=== cordic_fix2float ===
==> cordic_fix2float/placement_by_type.png <==
Fill, decap, tap and diode cells in gray.
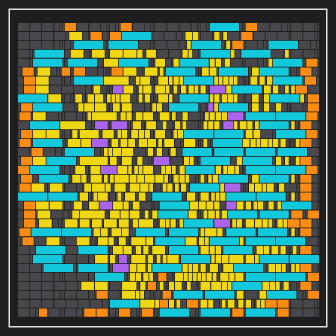

===== src/rtl/cordic_pkg.sv =====
// Shared constants, FSM state encoding and width helper for the CORDIC fixed-to-float back end.
package cordic_pkg;

  localparam int FP_BIAS  = 127;
  localparam int FP_EXP_W = 8;
  localparam int FP_MAN_W = 23;

  typedef enum logic [1:0] {
    ST_IDLE = 2'd0,
    ST_LOAD = 2'd1,
    ST_NORM = 2'd2,
    ST_PACK = 2'd3
  } state_e;

  // Input word: sign + one integer bit + WIDTH fraction bits.
  function automatic int fix_w(input int width);
    return width + 2;
  endfunction

endpackage


===== src/rtl/cordic_fp_pack.sv =====
// Combinational packer: sign, exponent and normalised magnitude -> IEEE-754 single.
// ROUND_NEAREST_EN selects round-to-nearest-even; otherwise the mantissa is truncated.
module cordic_fp_pack
  import cordic_pkg::*;
#(
  parameter int DATA_W = 26
) (
  input  logic                sign,
  input  logic                zero,
  input  logic [FP_EXP_W-1:0] exp_in,
  input  logic [DATA_W-1:0]   mag,
  output logic [31:0]         word
);

  localparam int EXT_W = DATA_W + FP_MAN_W;
  localparam int SH    = DATA_W - 1;

  logic [EXT_W-1:0]    ext;
  logic [FP_MAN_W-1:0] man_t;
  logic [FP_MAN_W-1:0] man_o;
  logic [FP_EXP_W-1:0] exp_o;

  // Zero padding keeps the slice valid when the fixed word is narrower than the mantissa.
  assign ext = {mag, {FP_MAN_W{1'b0}}};

`ifdef ROUND_NEAREST_EN
  logic [FP_MAN_W:0] man_r;

  function automatic logic [FP_MAN_W:0] rne(input logic [FP_MAN_W-1:0] man,
                                            input logic guard, input logic sticky);
    logic up;
    up = guard & (sticky | man[0]);
    return {1'b0, man} + {{FP_MAN_W{1'b0}}, up};
  endfunction
`endif

  always_comb begin
    man_t = FP_MAN_W'(ext >> SH);
    man_o = man_t;
    exp_o = exp_in;
`ifdef ROUND_NEAREST_EN
    man_r = rne(man_t, ext[SH-1], |ext[SH-2:0]);
    if (man_r[FP_MAN_W]) begin
      man_o = '0;
      exp_o = exp_in + FP_EXP_W'(1);
    end else begin
      man_o = man_r[FP_MAN_W-1:0];
    end
`endif
    word = zero ? 32'h0000_0000 : {sign, exp_o, man_o};
  end

endmodule


===== src/rtl/cordic_fix2float.sv =====
// Multi-cycle Q2.WIDTH signed fixed -> IEEE-754 single converter with start/done handshake.
// Normalises one bit per cycle; rounding mode chosen by ROUND_NEAREST_EN in cordic_fp_pack.
module cordic_fix2float
  import cordic_pkg::*;
#(
  parameter int WIDTH = 24
) (
  input  logic             clk,
  input  logic             reset_n,
  input  logic             clk_en,
  input  logic             start,
  input  logic [WIDTH+1:0] dataa,
  output logic             done,
  output logic [31:0]      result
);

  localparam int FW = fix_w(WIDTH);
  // Leading bit of the fixed word carries weight 2^1.
  localparam logic [FP_EXP_W-1:0] EXP_TOP = FP_EXP_W'(FP_BIAS + WIDTH + 1 - WIDTH);

  state_e              state_q, state_d;
  logic [FW-1:0]       data_q, data_d;
  logic                sign_q, sign_d;
  logic                zero_q, zero_d;
  logic [FW-1:0]       mag_q, mag_d;
  logic [FP_EXP_W-1:0] exp_q, exp_d;
  logic [31:0]         result_q, result_d;
  logic                done_q, done_d;

  logic [FW-1:0]       abs_val;
  logic [31:0]         packed_word;

  cordic_fp_pack #(
    .DATA_W (FW)
  ) u_pack (
    .sign   (sign_q),
    .zero   (zero_q),
    .exp_in (exp_q),
    .mag    (mag_q),
    .word   (packed_word)
  );

  always_comb begin
    state_d  = state_q;
    data_d   = data_q;
    sign_d   = sign_q;
    zero_d   = zero_q;
    mag_d    = mag_q;
    exp_d    = exp_q;
    result_d = result_q;
    done_d   = 1'b0;
    // Negating -2^(WIDTH+1) wraps to the same bit pattern, which is the correct unsigned magnitude.
    abs_val  = data_q[FW-1] ? -data_q : data_q;

    unique case (state_q)
      ST_IDLE: begin
        if (start) begin
          data_d  = dataa;
          state_d = ST_LOAD;
        end
      end
      ST_LOAD: begin
        sign_d  = data_q[FW-1];
        mag_d   = abs_val;
        exp_d   = EXP_TOP;
        zero_d  = (abs_val == '0);
        state_d = ((abs_val == '0) || abs_val[FW-1]) ? ST_PACK : ST_NORM;
      end
      ST_NORM: begin
        mag_d = mag_q << 1;
        exp_d = exp_q - FP_EXP_W'(1);
        if (mag_q[FW-2]) state_d = ST_PACK;
      end
      ST_PACK: begin
        result_d = packed_word;
        done_d   = 1'b1;
        state_d  = ST_IDLE;
      end
      default: state_d = ST_IDLE;
    endcase
  end

  always_ff @(posedge clk or negedge reset_n) begin
    if (!reset_n) begin
      state_q  <= ST_IDLE;
      data_q   <= '0;
      sign_q   <= 1'b0;
      zero_q   <= 1'b0;
      mag_q    <= '0;
      exp_q    <= '0;
      result_q <= '0;
      done_q   <= 1'b0;
    end else if (clk_en) begin
      state_q  <= state_d;
      data_q   <= data_d;
      sign_q   <= sign_d;
      zero_q   <= zero_d;
      mag_q    <= mag_d;
      exp_q    <= exp_d;
      result_q <= result_d;
      done_q   <= done_d;
    end
  end

  assign done   = done_q;
  assign result = result_q;

endmodule

===== config.mk =====
export PLATFORM = sky130hd
export DESIGN_NAME = cordic_fix2float
export DESIGN_NICKNAME = d
export VERILOG_FILES = /design/src/rtl/cordic_pkg.sv /design/src/rtl/cordic_fp_pack.sv /design/src/rtl/cordic_fix2float.sv
export SDC_FILE = /design/constraint.sdc
export NUM_CORES = 1
export LEC_CHECK = 0
export CORE_MARGIN = 2
export CORE_UTILIZATION = 60
export CTS_CLUSTER_SIZE = 28
export DETAILED_ROUTE_END_ITERATION = 10
export PLACE_DENSITY = 0.95
export SYNTH_ARGS = -nofsm -noshare
export SYNTH_HDL_FRONTEND = slang
export SYNTH_SLANG_ARGS = --single-unit

===== constraint.sdc =====
create_clock -name clk -period 5.4 [get_ports clk]
set_clock_uncertainty 0.05 [all_clocks]
set_input_delay 1.08 -clock clk [delete_from_list [all_inputs] [get_ports clk]]
set_output_delay 1.08 -clock clk [all_outputs]
set_load 0.02 [all_outputs]

=== fetch_ctrl ===
<file path="src/rtl/fetch_ctrl_pkg.sv">
// Shared types and helpers for the instruction fetch controller.
package fetch_ctrl_pkg;

    // Fetch sequencer states; 3-bit encoding so ERR fits beside the four working states.
    typedef enum logic [2:0] {
        FETCH_IDLE = 3'd0,
        FETCH_REQ  = 3'd1,
        FETCH_WAIT = 3'd2,
        FETCH_HOLD = 3'd3,
        FETCH_ERR  = 3'd4
    } fetch_state_t;

    localparam logic [31:0] ZERO = 32'h0000_0000;

    // Sequential PC step; wraps modulo 2^32 so 32'hFFFF_FFFC rolls to 0.
    function automatic logic [31:0] pc_step(input logic [31:0] pc);
        return pc + 32'd4;
    endfunction

    // A fetch target must be word aligned.
    function automatic logic misaligned(input logic [31:0] addr);
        return addr[1:0] != 2'b00;
    endfunction

endpackage

</file>
<file path="src/rtl/fetch_wdog.sv">
// WAIT-state watchdog: counts cycles spent waiting for read data and
// flags the cycle on which the wait budget is used up.
module fetch_wdog #(
    parameter int TIMEOUT = 16
) (
    input  logic clk,
    input  logic rst,
    input  logic clr,
    input  logic en,
    output logic timeout
);

    localparam int CW = $clog2(TIMEOUT) + 1;

    logic [CW-1:0] cnt_q;

    // Clear on grant, count every cycle while waiting.
    always_ff @(posedge clk or negedge rst) begin
        if (!rst) begin
            cnt_q <= '0;
        end else if (clr) begin
            cnt_q <= '0;
        end else if (en) begin
            cnt_q <= cnt_q + 1'b1;
        end
    end

    // Fires on the TIMEOUT-th waiting cycle (counter started at 0 on grant).
    assign timeout = en && (cnt_q == CW'(TIMEOUT - 1));

endmodule

</file>
<file path="src/rtl/fetch_ctrl.sv">
// Instruction fetch sequencer: owns the PC, runs one request/grant/rvalid
// transaction at a time and presents each word to decode from a one-entry
// output register.
//
// Handshake: the memory accepts an address only on a cycle with
// imem_req && imem_gnt; exactly one imem_rvalid follows, at least one cycle
// later. Decode takes if_inst on any cycle with if_valid && !id_stall.
module fetch_ctrl
    import fetch_ctrl_pkg::*;
#(
    parameter logic [31:0] RESET_PC = 32'h0000_0000,
    parameter int          TIMEOUT  = 16
) (
    input  logic        clk,
    input  logic        rst,
    input  logic        redir_ce,
    input  logic [31:0] redir_addr,
    input  logic        id_stall,
    output logic        imem_req,
    output logic [31:0] imem_addr,
    input  logic        imem_gnt,
    input  logic        imem_rvalid,
    input  logic [31:0] imem_rdata,
    output logic        if_valid,
    output logic [31:0] if_inst,
    output logic [31:0] if_pc,
    output logic        fetch_err,
    output logic [2:0]  dbg_state
);

    fetch_state_t state_q;
    logic [31:0]  pc_q;
    logic         kill_q;
    logic         wd_timeout;

    assign imem_req  = (state_q == FETCH_REQ);
    assign imem_addr = pc_q;
    assign dbg_state = state_q;

    fetch_wdog #(
        .TIMEOUT (TIMEOUT)
    ) u_wdog (
        .clk     (clk),
        .rst     (rst),
        .clr     ((state_q == FETCH_REQ) && imem_gnt),
        .en      (state_q == FETCH_WAIT),
        .timeout (wd_timeout)
    );

    // Fetch FSM with registered decode-side outputs; redirect outranks everything except ERR.
    always_ff @(posedge clk or negedge rst) begin
        if (!rst) begin
            state_q   <= FETCH_IDLE;
            pc_q      <= RESET_PC;
            kill_q    <= 1'b0;
            if_valid  <= 1'b0;
            if_inst   <= ZERO;
            if_pc     <= ZERO;
            fetch_err <= 1'b0;
        end else if (state_q != FETCH_ERR && redir_ce) begin
            if_valid <= 1'b0;
            if (misaligned(redir_addr)) begin
                fetch_err <= 1'b1;
                state_q   <= FETCH_ERR;
            end else begin
                pc_q <= redir_addr;
                case (state_q)
                    FETCH_REQ: begin
                        // A same-cycle grant launched the old address; its data must be dropped.
                        if (imem_gnt) begin
                            state_q <= FETCH_WAIT;
                            kill_q  <= 1'b1;
                        end else begin
                            state_q <= FETCH_REQ;
                        end
                    end
                    FETCH_WAIT: begin
                        if (imem_rvalid) begin
                            state_q <= FETCH_REQ;
                            kill_q  <= 1'b0;
                        end else begin
                            kill_q  <= 1'b1;
                        end
                    end
                    default: state_q <= FETCH_REQ;
                endcase
            end
        end else begin
            case (state_q)
                FETCH_IDLE: state_q <= FETCH_REQ;
                FETCH_REQ: begin
                    if (imem_gnt) state_q <= FETCH_WAIT;
                end
                FETCH_WAIT: begin
                    if (imem_rvalid) begin
                        if (kill_q) begin
                            kill_q  <= 1'b0;
                            state_q <= FETCH_REQ;
                        end else begin
                            if_inst  <= imem_rdata;
                            if_pc    <= pc_q;
                            if_valid <= 1'b1;
                            pc_q     <= pc_step(pc_q);
                            state_q  <= FETCH_HOLD;
                        end
                    end else if (wd_timeout) begin
                        fetch_err <= 1'b1;
                        state_q   <= FETCH_ERR;
                    end
                end
                FETCH_HOLD: begin
                    if (!id_stall) begin
                        if_valid <= 1'b0;
                        state_q  <= FETCH_REQ;
                    end
                end
                FETCH_ERR: begin
                    if_valid  <= 1'b0;
                    fetch_err <= 1'b1;
                end
                default: state_q <= FETCH_IDLE;
            endcase
        end
    end

endmodule

</file>
<file path="config.mk">
export PLATFORM = sky130hd
export DESIGN_NAME = fetch_ctrl
export DESIGN_NICKNAME = d
export VERILOG_FILES = /design/src/rtl/fetch_ctrl_pkg.sv /design/src/rtl/fetch_wdog.sv /design/src/rtl/fetch_ctrl.sv
export SDC_FILE = /design/constraint.sdc
export NUM_CORES = 1
export LEC_CHECK = 0
export CAP_MARGIN = 20
export CORE_MARGIN = 4
export CORE_UTILIZATION = 26
export CTS_CLUSTER_SIZE = 20
export DETAILED_ROUTE_END_ITERATION = 10
export HOLD_SLACK_MARGIN = 0.15
export PLACE_DENSITY_LB_ADDON = 0.05
export RECOVER_POWER = 50
export SYNTH_ARGS = -nofsm -noshare
export SYNTH_HDL_FRONTEND = slang
export SYNTH_SLANG_ARGS = --single-unit
export TNS_END_PERCENT = 5
</file>
<file path="constraint.sdc">
create_clock -name clk -period 1.9 [get_ports clk]
set_clock_uncertainty 0.2 [all_clocks]
set_input_delay 0.38 -clock clk [delete_from_list [all_inputs] [get_ports clk]]
set_output_delay 0.38 -clock clk [all_outputs]
set_load 0.02 [all_outputs]
</file>
=== program_store_flat ===
$ cat config.mk
export PLATFORM = sky130hd
export DESIGN_NAME = program_store_flat
export DESIGN_NICKNAME = d
export VERILOG_FILES = /design/src/rtl/program_store_if.sv /design/src/rtl/program_store.sv /design/src/flat_wrapper.sv
export SDC_FILE = /design/constraint.sdc
export NUM_CORES = 2
export LEC_CHECK = 0
export CAP_MARGIN = 20
export CORE_ASPECT_RATIO = 0.6
export CORE_MARGIN = 2
export CORE_UTILIZATION = 60
export DETAILED_ROUTE_END_ITERATION = 10
export PLACE_DENSITY_LB_ADDON = 0.08
export REMOVE_ABC_BUFFERS = 1
export SKIP_CTS_REPAIR_TIMING = 1
export SLEW_MARGIN = 20
export SYNTH_ARGS = -nofsm -noshare
export SYNTH_HDL_FRONTEND = slang
export SYNTH_SLANG_ARGS = --single-unit
$ cat constraint.sdc
create_clock -name clk -period 7.4 [get_ports clk]
set_clock_uncertainty 0.05 [all_clocks]
set_input_delay 1.11 -clock clk [delete_from_list [all_inputs] [get_ports clk]]
set_output_delay 1.11 -clock clk [all_outputs]
set_load 0.02 [all_outputs]
$ cat src/rtl/program_store_if.sv
// Loader and fetch handshakes of program_store, bundled into one interface.
// Latency: none, wires only.
// Backpressure: load_ready and rd_ready are the only stall signals seen by the driver.
interface program_store_if #(
    parameter int DATA_WIDTH = 8,
    parameter int ADDR_WIDTH = 8
);
    logic                  load_start;
    logic                  load_valid;
    logic [DATA_WIDTH-1:0] load_data;
    logic                  load_last;
    logic                  load_ready;
    logic                  load_done;
    logic [ADDR_WIDTH:0]   load_count;
    logic                  rd_req;
    logic [ADDR_WIDTH-1:0] rd_addr;
    logic                  rd_ready;
    logic                  rd_valid;
    logic [DATA_WIDTH-1:0] rd_data;
    logic                  rd_oob;

    // Loader / CPU side.
    modport master (
        output load_start, load_valid, load_data, load_last, rd_req, rd_addr,
        input  load_ready, load_done, load_count, rd_ready, rd_valid, rd_data, rd_oob
    );

    // Program store side.
    modport slave (
        input  load_start, load_valid, load_data, load_last, rd_req, rd_addr,
        output load_ready, load_done, load_count, rd_ready, rd_valid, rd_data, rd_oob
    );
endinterface

$ cat src/rtl/program_store.sv
// Loadable program memory: sequential image load from address 0, pipelined fetch port.
// Latency: fetch result LATENCY cycles after the accepting edge; load_done one cycle after the last word.
// Backpressure: rd_ready drops while an image is loading; load_ready is high only while loading.
module program_store #(
    parameter int                    DATA_WIDTH = 8,
    parameter int                    ADDR_WIDTH = 8,
    parameter int                    DEPTH      = 256,
    parameter int                    LATENCY    = 1,
    parameter logic [DATA_WIDTH-1:0] FILL_WORD  = '0
) (
    input logic            clk,
    input logic            rst_n,
    program_store_if.slave bus
);
    localparam int                  IDX_W     = (DEPTH > 1) ? $clog2(DEPTH) : 1;
    localparam logic [ADDR_WIDTH:0] LAST_SLOT = (ADDR_WIDTH + 1)'(DEPTH - 1);

    typedef enum logic [1:0] {
        EMPTY   = 2'd0,
        LOADING = 2'd1,
        READY   = 2'd2
    } state_t;

    state_t                state;
    logic [ADDR_WIDTH:0]   count_q;
    logic                  done_q;
    logic [DATA_WIDTH-1:0] mem [DEPTH];

    logic                  stg_vld [LATENCY];
    logic [DATA_WIDTH-1:0] stg_dat [LATENCY];
    logic                  stg_oob [LATENCY];

    logic                  load_fire;
    logic                  load_end;
    logic                  rd_fire;
    logic                  fetch_oob;
    logic [DATA_WIDTH-1:0] fetch_word;
    logic [IDX_W-1:0]      rd_idx;
    logic [IDX_W-1:0]      wr_idx;

    assign bus.load_ready = (state == LOADING);
    assign bus.rd_ready   = (state != LOADING);

    assign load_fire = bus.load_valid && (state == LOADING);
    // An image ends on an explicit last word or when the array is full.
    assign load_end  = load_fire && (bus.load_last || (count_q == LAST_SLOT));
    assign rd_fire   = bus.rd_req && (state != LOADING);

    // Addresses outside the array are always past load_count, so the truncated
    // index is only ever used for in-image reads.
    assign rd_idx     = bus.rd_addr[IDX_W-1:0];
    assign wr_idx     = count_q[IDX_W-1:0];
    assign fetch_oob  = ({1'b0, bus.rd_addr} >= count_q);
    assign fetch_word = fetch_oob ? FILL_WORD : mem[rd_idx];

    // Load sequencing: state, image length and the done pulse.
    always_ff @(posedge clk or negedge rst_n) begin
        if (!rst_n) begin
            state   <= EMPTY;
            count_q <= '0;
            done_q  <= 1'b0;
        end else begin
            done_q <= 1'b0;
            case (state)
                EMPTY, READY: begin
                    if (bus.load_start) begin
                        state   <= LOADING;
                        count_q <= '0;
                    end
                end
                LOADING: begin
                    if (load_fire) begin
                        count_q <= count_q + 1'b1;
                    end
                    if (load_end) begin
                        state  <= READY;
                        done_q <= 1'b1;
                    end
                end
                default: state <= EMPTY;
            endcase
        end
    end

    // Program array write; contents deliberately survive reset.
    always_ff @(posedge clk) begin
        if (load_fire) begin
            mem[wr_idx] <= bus.load_data;
        end
    end

    // Fetch pipeline: read at accept into stage 0, later stages only shift.
    // Data/oob move only with a valid token so the outputs hold between results.
    always_ff @(posedge clk or negedge rst_n) begin
        if (!rst_n) begin
            for (int i = 0; i < LATENCY; i++) begin
                stg_vld[i] <= 1'b0;
                stg_dat[i] <= '0;
                stg_oob[i] <= 1'b0;
            end
        end else begin
            stg_vld[0] <= rd_fire;
            if (rd_fire) begin
                stg_dat[0] <= fetch_word;
                stg_oob[0] <= fetch_oob;
            end
            for (int i = 1; i < LATENCY; i++) begin
                stg_vld[i] <= stg_vld[i-1];
                if (stg_vld[i-1]) begin
                    stg_dat[i] <= stg_dat[i-1];
                    stg_oob[i] <= stg_oob[i-1];
                end
            end
        end
    end

    assign bus.rd_valid   = stg_vld[LATENCY-1];
    assign bus.rd_data    = stg_dat[LATENCY-1];
    assign bus.rd_oob     = stg_oob[LATENCY-1];
    assign bus.load_done  = done_q;
    assign bus.load_count = count_q;
endmodule

$ cat src/flat_wrapper.sv
// flat-port wrapper written by rule: the top's interface ports become plain ports
module program_store_flat 
#(
    parameter int                    DATA_WIDTH = 8,
    parameter int                    ADDR_WIDTH = 8,
    parameter int                    DEPTH      = 256,
    parameter int                    LATENCY    = 1,
    parameter logic [DATA_WIDTH-1:0] FILL_WORD  = '0
)
  (clk, rst_n, bus_load_start, bus_load_valid, bus_load_data, bus_load_last, bus_rd_req, bus_rd_addr, bus_load_ready, bus_load_done, bus_load_count, bus_rd_ready, bus_rd_valid, bus_rd_data, bus_rd_oob);
  program_store_if #(.DATA_WIDTH(DATA_WIDTH), .ADDR_WIDTH(ADDR_WIDTH)) bus_i ();
  input logic clk;
  input logic rst_n;
  input wire logic [$bits(bus_i.load_start)-1:0] bus_load_start;
  input wire logic [$bits(bus_i.load_valid)-1:0] bus_load_valid;
  input wire logic [$bits(bus_i.load_data)-1:0] bus_load_data;
  input wire logic [$bits(bus_i.load_last)-1:0] bus_load_last;
  input wire logic [$bits(bus_i.rd_req)-1:0] bus_rd_req;
  input wire logic [$bits(bus_i.rd_addr)-1:0] bus_rd_addr;
  output wire logic [$bits(bus_i.load_ready)-1:0] bus_load_ready;
  output wire logic [$bits(bus_i.load_done)-1:0] bus_load_done;
  output wire logic [$bits(bus_i.load_count)-1:0] bus_load_count;
  output wire logic [$bits(bus_i.rd_ready)-1:0] bus_rd_ready;
  output wire logic [$bits(bus_i.rd_valid)-1:0] bus_rd_valid;
  output wire logic [$bits(bus_i.rd_data)-1:0] bus_rd_data;
  output wire logic [$bits(bus_i.rd_oob)-1:0] bus_rd_oob;
  assign bus_i.load_start = bus_load_start;
  assign bus_i.load_valid = bus_load_valid;
  assign bus_i.load_data = bus_load_data;
  assign bus_i.load_last = bus_load_last;
  assign bus_i.rd_req = bus_rd_req;
  assign bus_i.rd_addr = bus_rd_addr;
  assign bus_load_ready = bus_i.load_ready;
  assign bus_load_done = bus_i.load_done;
  assign bus_load_count = bus_i.load_count;
  assign bus_rd_ready = bus_i.rd_ready;
  assign bus_rd_valid = bus_i.rd_valid;
  assign bus_rd_data = bus_i.rd_data;
  assign bus_rd_oob = bus_i.rd_oob;
  program_store #(.DATA_WIDTH(DATA_WIDTH), .ADDR_WIDTH(ADDR_WIDTH), .DEPTH(DEPTH), .LATENCY(LATENCY), .FILL_WORD(FILL_WORD)) u_core (.clk(clk), .rst_n(rst_n), .bus(bus_i));
endmodule

==> layout pictures side by side <==
Nets reached from selected ports.
Plate I
Bar = 50 µm.
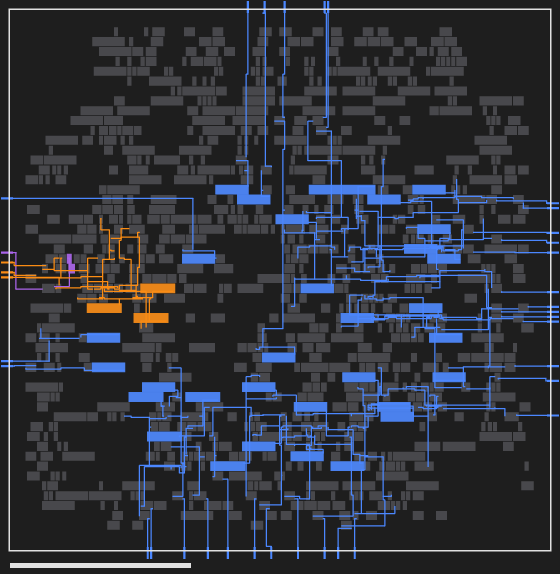
Plate II
Bar = 100 µm.
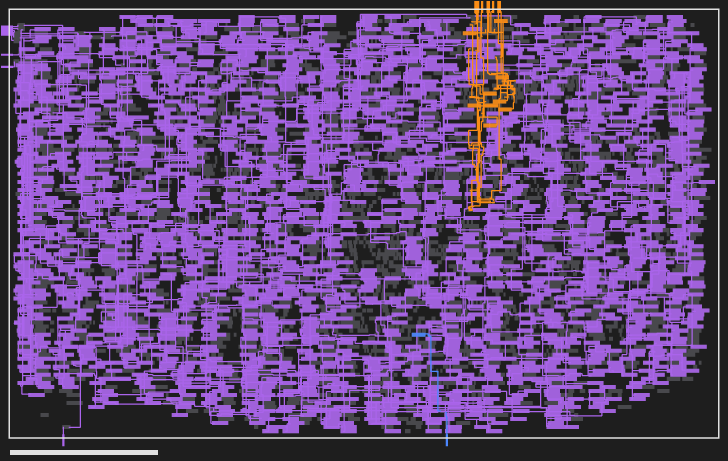
Plate III
Bar = 20 µm.
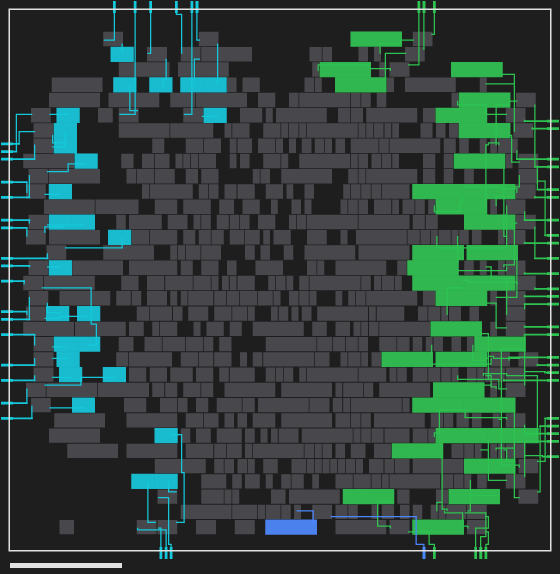
Plate I -> fetch_ctrl
Plate III -> cordic_fix2float
Plate II -> program_store_flat
Of these, fewest cells: Plate III
Of these, smallest die: Plate III

==> program_store_flat/placement_by_type.png <==
Fill, decap, tap and diode cells in gray.
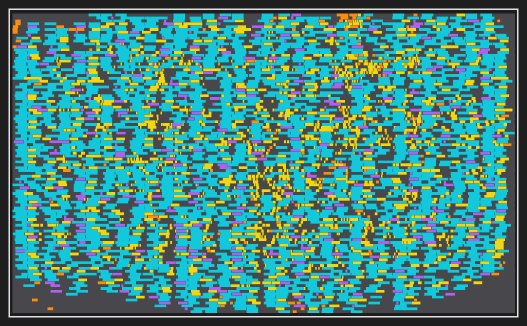
color	class	cells
cyan	sequential cells	2,070
yellow	combinational and other logic	1,617
orange	remaining buffers and delay cells	130
purple	clock drivers and dummy loads	323
CORE AREA: 134,300 µm²
fin area: 89,010 µm²

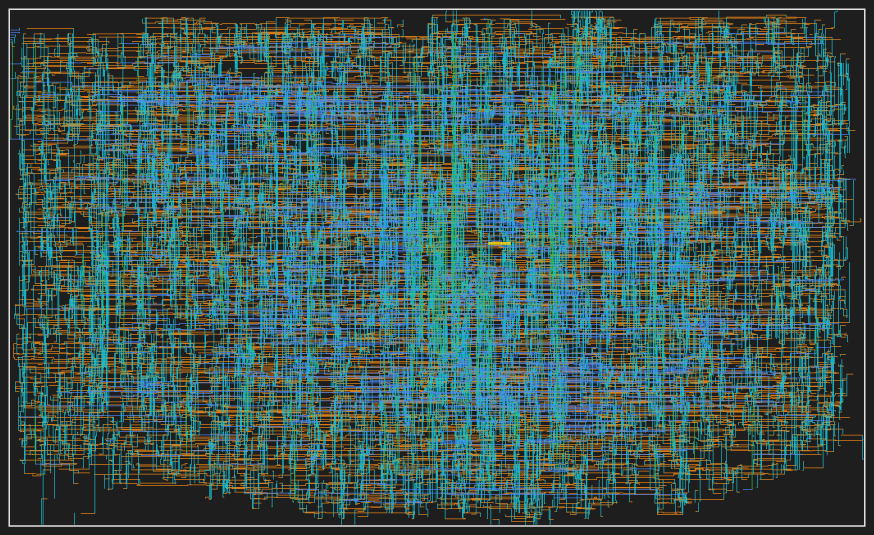
(program_store_flat/wires.png)
color	layer	wire length
orange	metal 1	89.0 mm
cyan	metal 2	94.6 mm
blue	metal 3	32.4 mm
green	metal 4	5,980 µm
yellow	metal 5	11.0 µm
vias: 42,150
Routed WL: 221,900 µm
GRT Util Overall: 32.38%
WL/cell: 37.33 µm

==> CHANGELOG.md, program_store_flat <==
### Changed

- Yosys cell types: around 69
- Depth of the worst register-to-register path: 5
- M3 GR Usage: about a tenth
- CP dominant cell by count: a21oi_1
- GRT met2 Usage: 44.95%
- XOR Share, Synth: less than 1%
- Top cells by area: edfxtp_1 76%, mux4_2 12%, mux2i_1 2.6%
- Min Tclk post-route: about 4.1 ns
- Outcome: finished clean
- Sequential Power Share: a little over half
- Clock latency on the worst-skew pair: roughly 0.8 ns
- Slowest cell on crit path: nand2b_1
- Main logic family: multiplexers
- P_comb: ~0.0016 W
- Vias in the first global route: between 40,000 and 50,000
- Final setup viols: 0
- Post-synth EDFFs: 2,048
- Period utilization: a little under three fifths
## program_store_flat: per-layer routing
metal | part of all wire (%) | vias up
li1 | - | 16460
met1 | 40 | 22120
met2 | 43 | 3235
met3 | 15 | 333
met4 | 2.7 | 2
met5 | 0.0050 | -
## program_store_flat: cell type report
class,count,area [µm²],share of cell area (%)
sequential,2070,62050,69.71
multi-input combinational,1600,17600,19.77
clock buffer,227,4669,5.246
tap,1802,2255,2.533
timing repair buffer,130,1345,1.511
clock inverter,96,1016,1.141
inverter,17,66.31,0.07450
antenna,3,7.507,0.008434
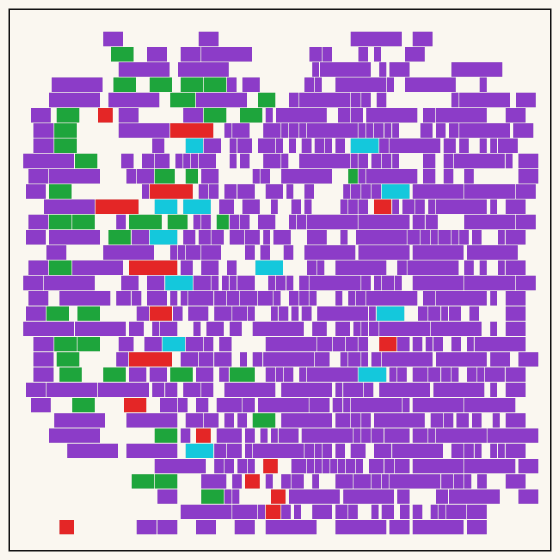
(cordic_fix2float/sizes.png)
color	size	cells	share	most used
green	_2 cells	39	6.8%	mux2_2
cyan	_6 and larger	12	2.1%	clkbuf_8
purple	_0 and _1 cells	509	88%	dfrtp_1
red	_3 and _4 cells	16	2.8%	buf_4
Layout area overhead: 15.15%
worst setup margin: 2.432 ns
fin area: 5887 µm²
Non-Clock Buffer Count: 67

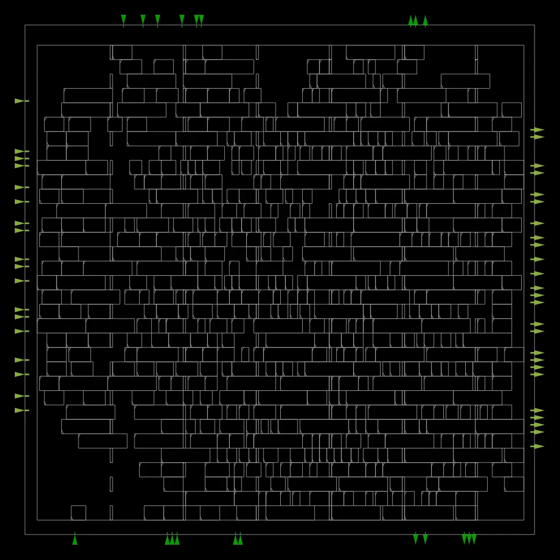
(cordic_fix2float/placement.png)
sequential cell area share: 40.81%
FFs & Latches: 96
# fillers: 617
tap cells: 105
FP Rows: 33

About cordic_fix2float/placement_by_type.png:
color	class	cells
purple	clock drivers and dummy loads	16
orange	remaining buffers and delay cells	67
yellow	combinational and other logic	397
cyan	sequential cells	96
CORE AREA: 8258 µm²
Final Util: 71.29%

==> CHANGELOG.md, cordic_fix2float <==
### Changed

- Min Tclk post-route: ~3.0 ns
- Crit-path leading delay family: simple AND/OR/NAND/NOR gates
- Clock buffer cells: 9
- Worst Max-Slew Pin Slew: 1.156 ns
- Clk root buf: clkbuf_8
- Main synth FF type: dfrtp_1
- P_comb: between 0.0015 and 0.002 W
- Iter 0 DRT Violations: 188
- Die Ht: ~96 µm
- Outcome: finished clean
- Wl on met1: 4666 µm
- Post-Layout Cell Count: between 600 and 700
- Most numerous logic cell after layout: dfrtp_1
- Reg clk slew, reported paths: about 0.1 ns
- Fin nets: 607
- Leading cell kind: combinational gates
- Reg area: between 2000 and 2500 µm²
- P_clk: 0.000453 W
- DR pass1 iterations: 5
- Kind of critical path: in -> reg
- Fp_density: between 60% and 70%
- Comb area share: a little over two fifths
- Synthesized Nets: between 500 and 600
- Logic cell area: about 2500 µm²
- CP bufs+invs: 1
==> cordic_fix2float: state kept, by name, summed over array words and instances (netlist names) <==
signal   count
mag_q       25
exp_q        8
zero_q       1
state_q      2
data_q      26
done         1
result      32
sign_q       1
==> cordic_fix2float: cell families (layout without fill, tap and decap cells) <==
group                    after synthesis  after routing  share of synthesized area (%)
AND/OR/NAND/NOR                      194            194                          20.29
XOR/XNOR                              24             24                          4.112
adder cells (fa/ha/maj)                6              6                          1.468
flip-flops                            96             96                          46.99
multiplexers                          35             35                          7.562
buffers and inverters                 47             93                          4.601
AND-OR/OR-AND                        128            128                          14.98
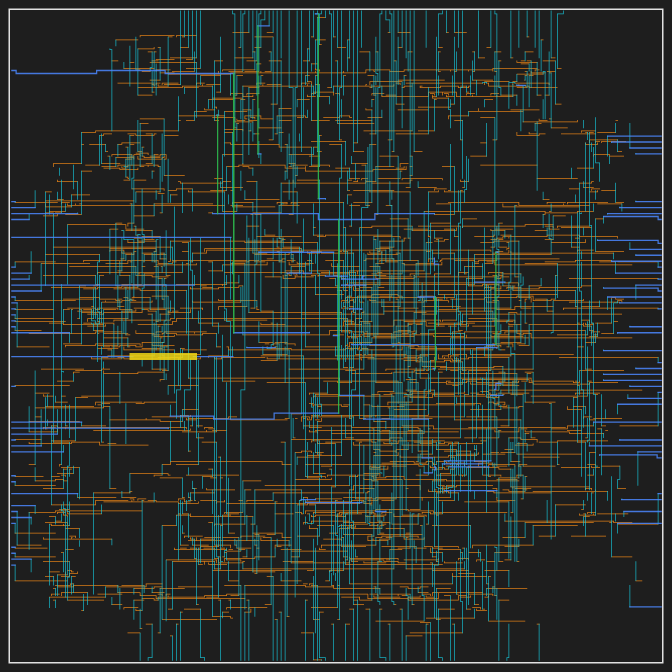
(fetch_ctrl/wires.png)
color	layer	wire length
green	metal 4	235 µm
blue	metal 3	1,020 µm
orange	metal 1	8,550 µm
yellow	metal 5	13.8 µm
cyan	metal 2	8,990 µm
Routed WL: 18,810 µm
vias: 5,309
WL/cell: 16.44 µm
GRT Util Overall: 16.86%

==> CHANGELOG.md, fetch_ctrl <==
### Changed

- Outcome: complete, but fails checks
- Failing checks: setup timing
- Clock buffer cells: 9
- Comb area share: between 20% and 30%
- Worst path cell trace: or3b_4 -> buf_6 -> a21oi_4 -> buf_12 -> buf_4 -> buf_4 -> nor2_2 -> a2bb2oi_2
- Clock latency on the worst-skew pair: around 0.35 ns
- Die Ht: roughly 150 µm
- Yosys cell types: roughly 60
- Layout area overhead: 66.13%
- Min-delay worst type: reg -> reg
- Synthesized Nets: between 600 and 700
- CP endpoint kind: flop
- Vias/cell: around 4.6
- Critical Path AT: slightly above 2 ns
- Slowest cell on crit path: or3b_4
- Worst setup margin: -0.1012 ns
- Logic cell area: ~2500 µm²
- Port bufs: roughly 170
- P_comb: ~0.00024 W
- Kind of critical path: reg -> reg
- Largest buffer count on any clock path: 2
- Hold Path Sink: fetch_err
- Count leader, synth: nand2_1
- PD cells: 510.3 nW/µm²
- Post-Layout Cell Count: ~1,100
- FP Rows: a little over 50
- Final setup viols: 22
- Die ar.: between 20,000 and 25,000 µm²
fetch_ctrl: sequential cells by signal, summed over array words and instances (netlist names):
signal	count
fetch_err	1
if_pc	32
dbg_state	3
kill_q	1
imem_addr	32
if_inst	32
u_wdog.cnt_q	5
if_valid	1
fetch_ctrl: layer usage:
layer / global-route usage [%] / up-vias
li1: - / 2580
met4: 4.119 / 2
met3: 4.011 / 18
met5: 0 / -
met1: 22.37 / 2563
met2: 27.98 / 146

Power figures rest on the tool's default switching activity, not on a simulated workload.
